=== fetch_unit_flat ===
**fetch_unit_flat: clock network drawn from the DEF**

(4 px per um)
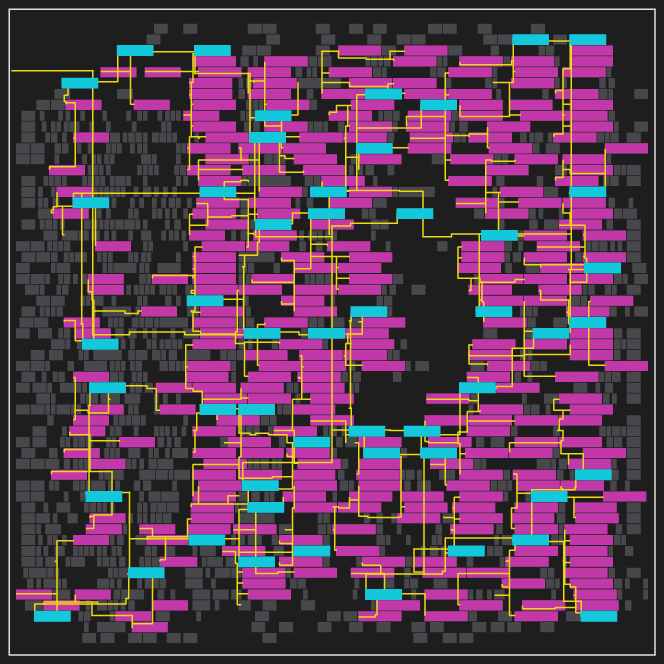
--- config.mk ---
export PLATFORM = sky130hd
export DESIGN_NAME = fetch_unit_flat
export DESIGN_NICKNAME = d
export VERILOG_FILES = /design/src/rtl/cpu_types_pkg.sv /design/src/rtl/fetch_unit_if.sv /design/src/rtl/fetch_queue.sv /design/src/rtl/fetch_unit.sv /design/src/flat_wrapper.sv
export SDC_FILE = /design/constraint.sdc
export NUM_CORES = 1
export LEC_CHECK = 0
export ABC_AREA = 1
export CAP_MARGIN = 0
export CORE_UTILIZATION = 50
export CTS_CLUSTER_DIAMETER = 30
export DETAILED_ROUTE_END_ITERATION = 8
export PLACE_DENSITY = 0.72
export SYNTH_ARGS = -nofsm -noshare
export SYNTH_HDL_FRONTEND = slang
export SYNTH_HIERARCHICAL = 1
export SYNTH_SLANG_ARGS = --single-unit
--- constraint.sdc ---
create_clock -name clk -period 8.29 [get_ports clk]
set_input_delay 1.2435 -clock clk [delete_from_list [all_inputs] [get_ports clk]]
set_output_delay 1.2435 -clock clk [all_outputs]
set_load 0.05 [all_outputs]
--- src/rtl/cpu_types_pkg.sv ---
// Shared CPU types: machine word and the fetch front-end state encoding.
package cpu_types_pkg;
  typedef logic [31:0] word_t;
  typedef enum logic [1:0] {FETCH, DRAIN, HALTED} fetch_state_t;
endpackage

--- src/rtl/fetch_unit_if.sv ---
// Fetch front-end bundle: instruction-cache side plus the decode-facing queue head.
interface fetch_unit_if #(
  parameter int WORD_W = 32,
  parameter int DEPTH  = 4
);
  localparam int CNT_W = $clog2(DEPTH + 1);

  logic              imemREN;
  logic [WORD_W-1:0] imemaddr;
  logic [WORD_W-1:0] imemload;
  logic              ihit;
  logic              dmem_busy;
  logic              redirect;
  logic [WORD_W-1:0] redirect_pc;
  logic              halt_req;
  logic              deq_ready;
  logic              instr_valid;
  logic [WORD_W-1:0] instr;
  logic [WORD_W-1:0] instr_pc4;
  logic [CNT_W-1:0]  count;
  logic              halted;

  modport master (
    output imemREN, imemaddr, instr_valid, instr, instr_pc4, count, halted,
    input  imemload, ihit, dmem_busy, redirect, redirect_pc, halt_req, deq_ready
  );

  modport slave (
    input  imemREN, imemaddr, instr_valid, instr, instr_pc4, count, halted,
    output imemload, ihit, dmem_busy, redirect, redirect_pc, halt_req, deq_ready
  );
endinterface

--- src/rtl/fetch_queue.sv ---
// DEPTH-entry circular buffer of {instr, pc+4}; flush clears pointers and count
// and wins over enq/deq in the same cycle. Head is read combinationally.
module fetch_queue #(
  parameter int WORD_W = 32,
  parameter int DEPTH  = 4,
  localparam int ENT_W = 2 * WORD_W,
  localparam int PTR_W = $clog2(DEPTH),
  localparam int CNT_W = $clog2(DEPTH + 1)
) (
  input  logic             clk,
  input  logic             rst,
  input  logic             enq,
  input  logic [ENT_W-1:0] enq_dat,
  input  logic             deq,
  input  logic             flush,
  output logic [ENT_W-1:0] head,
  output logic [CNT_W-1:0] count,
  output logic             empty,
  output logic             full
);
  logic [ENT_W-1:0] mem [DEPTH];
  logic [PTR_W-1:0] rd_ptr, wr_ptr;
  logic             do_enq, do_deq;

  assign empty  = (count == '0);
  assign full   = (count == CNT_W'(DEPTH));
  assign do_deq = deq & ~empty;
  // A full queue still accepts a write when the head leaves in the same cycle.
  assign do_enq = enq & (~full | do_deq);
  assign head   = mem[rd_ptr];

  always_ff @(posedge clk) begin
    if (do_enq && !flush) mem[wr_ptr] <= enq_dat;
  end

  always_ff @(posedge clk or posedge rst) begin
    if (rst) begin
      rd_ptr <= '0;
      wr_ptr <= '0;
      count  <= '0;
    end else if (flush) begin
      rd_ptr <= '0;
      wr_ptr <= '0;
      count  <= '0;
    end else begin
      if (do_enq) wr_ptr <= wr_ptr + PTR_W'(1);
      if (do_deq) rd_ptr <= rd_ptr + PTR_W'(1);
      case ({do_enq, do_deq})
        2'b10:   count <= count + CNT_W'(1);
        2'b01:   count <= count - CNT_W'(1);
        default: count <= count;
      endcase
    end
  end
endmodule

--- src/rtl/fetch_unit.sv ---
// Instruction fetch front end: PC sequencer, prefetch queue and sticky halt.
// Redirect flushes the queue in one cycle; HALTED is left only by reset.
module fetch_unit
  import cpu_types_pkg::*;
#(
  parameter int              WORD_W  = 32,
  parameter logic [WORD_W-1:0] PC_INIT = '0,
  parameter int              DEPTH   = 4
) (
  input logic          clk,
  input logic          rst,
  fetch_unit_if.master bus
);
  localparam int CNT_W = $clog2(DEPTH + 1);

  fetch_state_t      state, state_nxt;
  logic [WORD_W-1:0] pc, pc_nxt, pc_plus4;
  logic              enq, deq, flush, can_enq, q_empty, q_full;
  logic [CNT_W-1:0]  q_count;
  logic [2*WORD_W-1:0] head;

  assign pc_plus4 = pc + WORD_W'(4);
  assign deq      = ~q_empty & bus.deq_ready;
  assign can_enq  = ~q_full | deq;
  assign flush    = bus.redirect & (state != HALTED);

  // Gating with rst keeps the request low while reset is held.
  assign bus.imemREN  = ~rst & (state == FETCH) & ~bus.dmem_busy & can_enq & ~bus.redirect;
  assign enq          = bus.imemREN & bus.ihit;
  assign bus.imemaddr = pc;

  assign bus.instr_valid = ~q_empty;
  assign bus.instr       = head[2*WORD_W-1:WORD_W];
  assign bus.instr_pc4   = head[WORD_W-1:0];
  assign bus.count       = q_count;
  assign bus.halted      = (state == HALTED);

  fetch_queue #(.WORD_W(WORD_W), .DEPTH(DEPTH)) u_queue (
    .clk     (clk),
    .rst     (rst),
    .enq     (enq),
    .enq_dat ({bus.imemload, pc_plus4}),
    .deq     (deq & ~flush),
    .flush   (flush),
    .head    (head),
    .count   (q_count),
    .empty   (q_empty),
    .full    (q_full)
  );

  always_comb begin
    state_nxt = state;
    pc_nxt    = pc;
    if (flush)    pc_nxt = {bus.redirect_pc[WORD_W-1:2], 2'b00};
    else if (enq) pc_nxt = pc_plus4;
    case (state)
      FETCH:   if (bus.halt_req) state_nxt = DRAIN;
      DRAIN:   if (q_empty)      state_nxt = HALTED;
      HALTED:  state_nxt = HALTED;
      default: state_nxt = FETCH;
    endcase
  end

  always_ff @(posedge clk or posedge rst) begin
    if (rst) begin
      state <= FETCH;
      pc    <= PC_INIT;
    end else begin
      state <= state_nxt;
      pc    <= pc_nxt;
    end
  end
endmodule

--- src/flat_wrapper.sv ---
// flat-port wrapper written by rule: the top's interface ports become plain ports
module fetch_unit_flat import cpu_types_pkg::*;
#(
  parameter int              WORD_W  = 32,
  parameter logic [WORD_W-1:0] PC_INIT = '0,
  parameter int              DEPTH   = 4
)
  (clk, rst, bus_imemREN, bus_imemaddr, bus_instr_valid, bus_instr, bus_instr_pc4, bus_count, bus_halted, bus_imemload, bus_ihit, bus_dmem_busy, bus_redirect, bus_redirect_pc, bus_halt_req, bus_deq_ready);
  fetch_unit_if #(.WORD_W(WORD_W), .DEPTH(DEPTH)) bus_i ();
  input logic clk;
  input logic rst;
  output wire logic [$bits(bus_i.imemREN)-1:0] bus_imemREN;
  output wire logic [$bits(bus_i.imemaddr)-1:0] bus_imemaddr;
  output wire logic [$bits(bus_i.instr_valid)-1:0] bus_instr_valid;
  output wire logic [$bits(bus_i.instr)-1:0] bus_instr;
  output wire logic [$bits(bus_i.instr_pc4)-1:0] bus_instr_pc4;
  output wire logic [$bits(bus_i.count)-1:0] bus_count;
  output wire logic [$bits(bus_i.halted)-1:0] bus_halted;
  input wire logic [$bits(bus_i.imemload)-1:0] bus_imemload;
  input wire logic [$bits(bus_i.ihit)-1:0] bus_ihit;
  input wire logic [$bits(bus_i.dmem_busy)-1:0] bus_dmem_busy;
  input wire logic [$bits(bus_i.redirect)-1:0] bus_redirect;
  input wire logic [$bits(bus_i.redirect_pc)-1:0] bus_redirect_pc;
  input wire logic [$bits(bus_i.halt_req)-1:0] bus_halt_req;
  input wire logic [$bits(bus_i.deq_ready)-1:0] bus_deq_ready;
  assign bus_imemREN = bus_i.imemREN;
  assign bus_imemaddr = bus_i.imemaddr;
  assign bus_instr_valid = bus_i.instr_valid;
  assign bus_instr = bus_i.instr;
  assign bus_instr_pc4 = bus_i.instr_pc4;
  assign bus_count = bus_i.count;
  assign bus_halted = bus_i.halted;
  assign bus_i.imemload = bus_imemload;
  assign bus_i.ihit = bus_ihit;
  assign bus_i.dmem_busy = bus_dmem_busy;
  assign bus_i.redirect = bus_redirect;
  assign bus_i.redirect_pc = bus_redirect_pc;
  assign bus_i.halt_req = bus_halt_req;
  assign bus_i.deq_ready = bus_deq_ready;
  fetch_unit #(.WORD_W(WORD_W), .PC_INIT(PC_INIT), .DEPTH(DEPTH)) u_core (.clk(clk), .rst(rst), .bus(bus_i));
endmodule
==> metrics.csv <==
metric,value,unit
multi-input logic area,3438,sq um
Top Metal Used,met4,
worst setup path end,u_core/u_queue/mem[1][31],
Inserted Diodes,0,
max_slew headroom,32.77,%
core outline area,24530,sq um
slack of the worst reg-to-reg path,3.55,ns
latest clock arrival within the worst-skew pair,0.53,ns
NumNets Final,1379,
simple-gate share of the synthesized area,15.41,%
Max-area cell class,registers,
power consumed by the clock network,1950,uW
end of the worst register-to-register path,u_core/u_queue/mem[1][31],
Vias per Instance,5.264,
final period utilization,62.67,%
Crit path largest cell delay,0.92,ns
run status,completed,
worst hold slack after final layout,0.5691,ns
total congestion overflow after global routing,0,
wire length the detailed router placed on met1,12.10,mm
overall via count from detail_route,8759,
chip area in the Yosys report,12650,sq um
antenna violations before repair,0,
## Picture notes: 'clock network drawn from the DEF' of fetch_unit_flat
[magenta] flip-flops | count: 295
[cyan] clock drivers | count: 50
[yellow] clock wires | length: 3480 um
routed clock nets	51

## cell usage after synthesis (2+ instances only)
cell / instances
a21oi_1: 6
and2_1: 5
buf_2: 15
buf_4: 7
buf_6: 13
clkbuf_1: 18
dfrtp_1: 39
edfxtp_1: 256
ha_1: 9
inv_1: 65
inv_2: 5
nand2_1: 197
nand2_2: 5
nand2_4: 2
nand3_1: 45
nand3b_1: 5
nand4_1: 2
nor2_1: 178
nor2_2: 5
nor2_4: 5
nor2_8: 3
o21ai_0: 89
o21ai_1: 53
o22ai_1: 65
xnor2_1: 2
xor2_1: 5
xor2_2: 4

=== counter_ctrl ===
**counter_ctrl: cell area per tile**

(3 px per um) The die is cut into 9 by 9 equal tiles; black is low, pale yellow is high, 0 to 100% covered.
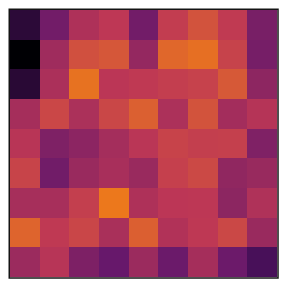
[src/rtl/counter_ctrl.sv]
// Command sequencer for the dual-edge counter: turns LOAD/RUN/STEP/STOP commands into cen/wen/dat.
// Optional build macro COUNTER_CTRL_STATUS_EN adds the step_left status output.
module counter_ctrl #(
    parameter int WIDTH = 8,
    parameter int PSW   = 8
) (
    input  logic             clk,
    input  logic             rst_n,
    input  logic             cmd_vld,
    output logic             cmd_rdy,
    input  logic [1:0]       cmd_op,
    input  logic [WIDTH-1:0] cmd_arg,
    input  logic [PSW-1:0]   psc,
    output logic             cen,
    output logic             wen,
    output logic [WIDTH-1:0] dat,
    output logic             busy,
`ifdef COUNTER_CTRL_STATUS_EN
    output logic [WIDTH-1:0] step_left,
`endif
    output logic             done
);

    typedef enum logic [1:0] {S_IDLE, S_LOAD, S_RUN, S_STEP} state_t;

    localparam logic [1:0]       OP_LOAD = 2'b00;
    localparam logic [1:0]       OP_RUN  = 2'b01;
    localparam logic [1:0]       OP_STEP = 2'b10;
    localparam logic [WIDTH-1:0] ONE_W   = {{(WIDTH-1){1'b0}}, 1'b1};
    localparam logic [PSW-1:0]   ONE_P   = {{(PSW-1){1'b0}}, 1'b1};

    state_t             state_q, state_d;
    logic               cen_q, cen_d;
    logic               wen_q, wen_d;
    logic [WIDTH-1:0]   dat_q, dat_d;
    logic               busy_q, busy_d;
    logic               done_q, done_d;
    logic               pend_q, pend_d;
    logic [PSW-1:0]     pc_q, pc_d;
    logic [PSW-1:0]     psc_q, psc_d;
    logic [WIDTH-1:0]   rem_q, rem_d;

    logic accept;
    logic tick;

    assign cmd_rdy = (state_q != S_LOAD);
    assign accept  = cmd_vld && cmd_rdy;
    assign tick    = (pc_q == psc_q);

    always_ff @(posedge clk or negedge rst_n) begin
        if (!rst_n) begin
            state_q <= S_IDLE;
            cen_q   <= 1'b0;
            wen_q   <= 1'b0;
            dat_q   <= '0;
            busy_q  <= 1'b0;
            done_q  <= 1'b0;
            pend_q  <= 1'b0;
            pc_q    <= '0;
            psc_q   <= '0;
            rem_q   <= '0;
        end else begin
            state_q <= state_d;
            cen_q   <= cen_d;
            wen_q   <= wen_d;
            dat_q   <= dat_d;
            busy_q  <= busy_d;
            done_q  <= done_d;
            pend_q  <= pend_d;
            pc_q    <= pc_d;
            psc_q   <= psc_d;
            rem_q   <= rem_d;
        end
    end

    // An accepted command always preempts whatever operation is in progress.
    always_comb begin
        state_d = state_q;
        if (accept) begin
            case (cmd_op)
                OP_LOAD: state_d = S_LOAD;
                OP_RUN:  state_d = S_RUN;
                OP_STEP: state_d = (cmd_arg == '0) ? S_IDLE : S_STEP;
                default: state_d = S_IDLE;
            endcase
        end else begin
            case (state_q)
                S_LOAD:  state_d = S_IDLE;
                S_STEP:  if (tick && rem_q <= ONE_W) state_d = S_IDLE;
                default: state_d = state_q;
            endcase
        end
    end

    always_comb begin
        cen_d  = 1'b0;
        wen_d  = 1'b0;
        dat_d  = dat_q;
        pc_d   = pc_q;
        psc_d  = psc_q;
        rem_d  = rem_q;
        pend_d = 1'b0;
        done_d = pend_q;
        busy_d = (state_d == S_RUN) || (state_d == S_STEP);
        if (accept) begin
            case (cmd_op)
                OP_LOAD: begin
                    wen_d = 1'b1;
                    dat_d = cmd_arg;
                end
                OP_RUN: begin
                    psc_d = psc;
                    pc_d  = '0;
                    rem_d = '0;
                end
                OP_STEP: begin
                    psc_d  = psc;
                    pc_d   = '0;
                    rem_d  = cmd_arg;
                    pend_d = (cmd_arg == '0);
                end
                default: rem_d = '0;
            endcase
        end else if (state_q == S_RUN || state_q == S_STEP) begin
            if (tick) begin
                pc_d  = '0;
                cen_d = 1'b1;
                if (state_q == S_STEP && rem_q != '0) begin
                    rem_d  = rem_q - ONE_W;
                    pend_d = (rem_q == ONE_W);
                end
            end else begin
                pc_d = pc_q + ONE_P;
            end
        end
    end

    assign cen  = cen_q;
    assign wen  = wen_q;
    assign dat  = dat_q;
    assign busy = busy_q;
    assign done = done_q;
`ifdef COUNTER_CTRL_STATUS_EN
    assign step_left = (state_q == S_STEP) ? rem_q : '0;
`endif

endmodule

[config.mk]
export PLATFORM = sky130hd
export DESIGN_NAME = counter_ctrl
export DESIGN_NICKNAME = d
export VERILOG_FILES = /design/src/rtl/counter_ctrl.sv
export SDC_FILE = /design/constraint.sdc
export NUM_CORES = 1
export LEC_CHECK = 0
export ABC_AREA = 1
export CAP_MARGIN = 20
export CELL_PAD_IN_SITES_DETAIL_PLACEMENT = 2
export CELL_PAD_IN_SITES_GLOBAL_PLACEMENT = 2
export CORE_MARGIN = 2
export CORE_UTILIZATION = 31
export CTS_CLUSTER_DIAMETER = 150
export DETAILED_ROUTE_END_ITERATION = 8
export HOLD_SLACK_MARGIN = 0.06
export PLACE_DENSITY = 0.91
export RECOVER_POWER = 25
export SLEW_MARGIN = 0
export SYNTH_ARGS = -nofsm -noshare
export SYNTH_HDL_FRONTEND = slang
export SYNTH_SLANG_ARGS = --single-unit
[constraint.sdc]
create_clock -name clk -period 1.46 [get_ports clk]
set_input_delay 0.438 -clock clk [delete_from_list [all_inputs] [get_ports clk]]
set_output_delay 0.438 -clock clk [all_outputs]
set_load 0.1 [all_outputs]
==> metrics.csv <==
metric,value,unit
number of failing setup endpoints in the final timing report,26,
final total negative setup slack,-2.404,ns
Worst Setup SP,rem_q[0],
number of cells upsized or downsized after cts,52,
die outline width,89.07,um
logic depth of the worst setup path including buffers,9,
overall via count from detail_route,2543,
Crit path largest cell delay,0.42,ns
detailed-route wire length,12.64,mm
combinational family with the most area after synthesis,simple AND/OR/NAND/NOR gates,
skew final,0.01898,ns
layout buffering overhead excluding clock cells,26.45,%
fraction of synthesized area in multiplexers,1.506,%
violation count after the first detailed-route iteration,75,
proportion of synthesized flip-flops having asynchronous set or reset,100.0,%
detailed route wirelength on metal2,6.762,mm
maximum number of buffers from clock root to sink,2,
switching share of total power,48.55,%
Site Rows,31,
FP Util,31.43,%
final period utilization,113.0,%
post-layout worst setup margin,-0.1903,ns
slack of the worst reg-to-reg path,-0.19,ns
run status,"complete, but fails checks",
total of flip-flops plus latches after synthesis,39,
hold buffer count at cts,0,
failing checks,negative setup slack,
About 'cell area per tile' of counter_ctrl:
emptiest ninth of the die	north-west
nearly empty tiles	1.2%
fullest tile	69%
mean over tiles	46%

[layout by cell type, fill, tap and decap left out, types with 7 or more instances in the layout]
master / count
clkdlybuf4s50_1: 12
nand3_1: 17
nand2_1: 57
buf_4: 59
nor2_2: 7
o21ai_1: 13
inv_2: 15
nand2_2: 28
nor2_4: 10
dfrtp_1: 37
nor2_1: 11
buf_12: 14
nand4_1: 8
inv_1: 23
[sequential cells by signal (all words and copies together) (netlist names)]
name     flops
busy         1
cen          1
dat          8
done         1
done_d       1
pc_q         8
psc_q        8
rem_q        8
state_q      2
wen          1


==> layout pictures side by side <==
Cell classes on the final placement.
picture 1
(2 px per um) Fill, decap, tap and diode cells in grey.
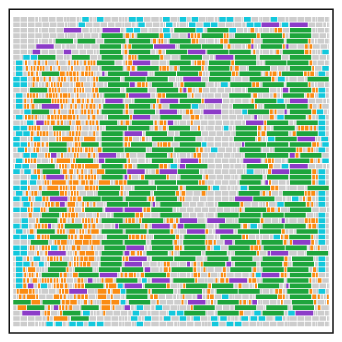
picture 2
(4 px per um) Fill, decap, tap and diode cells in grey.
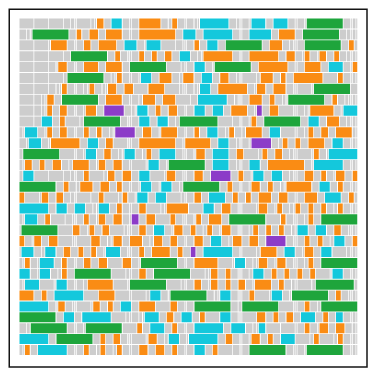
- most cells: picture 1
- largest die: picture 1
| from | picture |
|---|---|
| counter_ctrl | picture 2 |
| fetch_unit_flat | picture 1 |

Key to picture 1:
colour	class	cells	share of their area
green	sequential cells	295	55%
purple	clock drivers and dummy loads	94	10%
orange	combinational and other logic	774	23%
cyan	remaining buffers and delay cells	177	11%

Power is estimated from default activity; no workload was simulated.
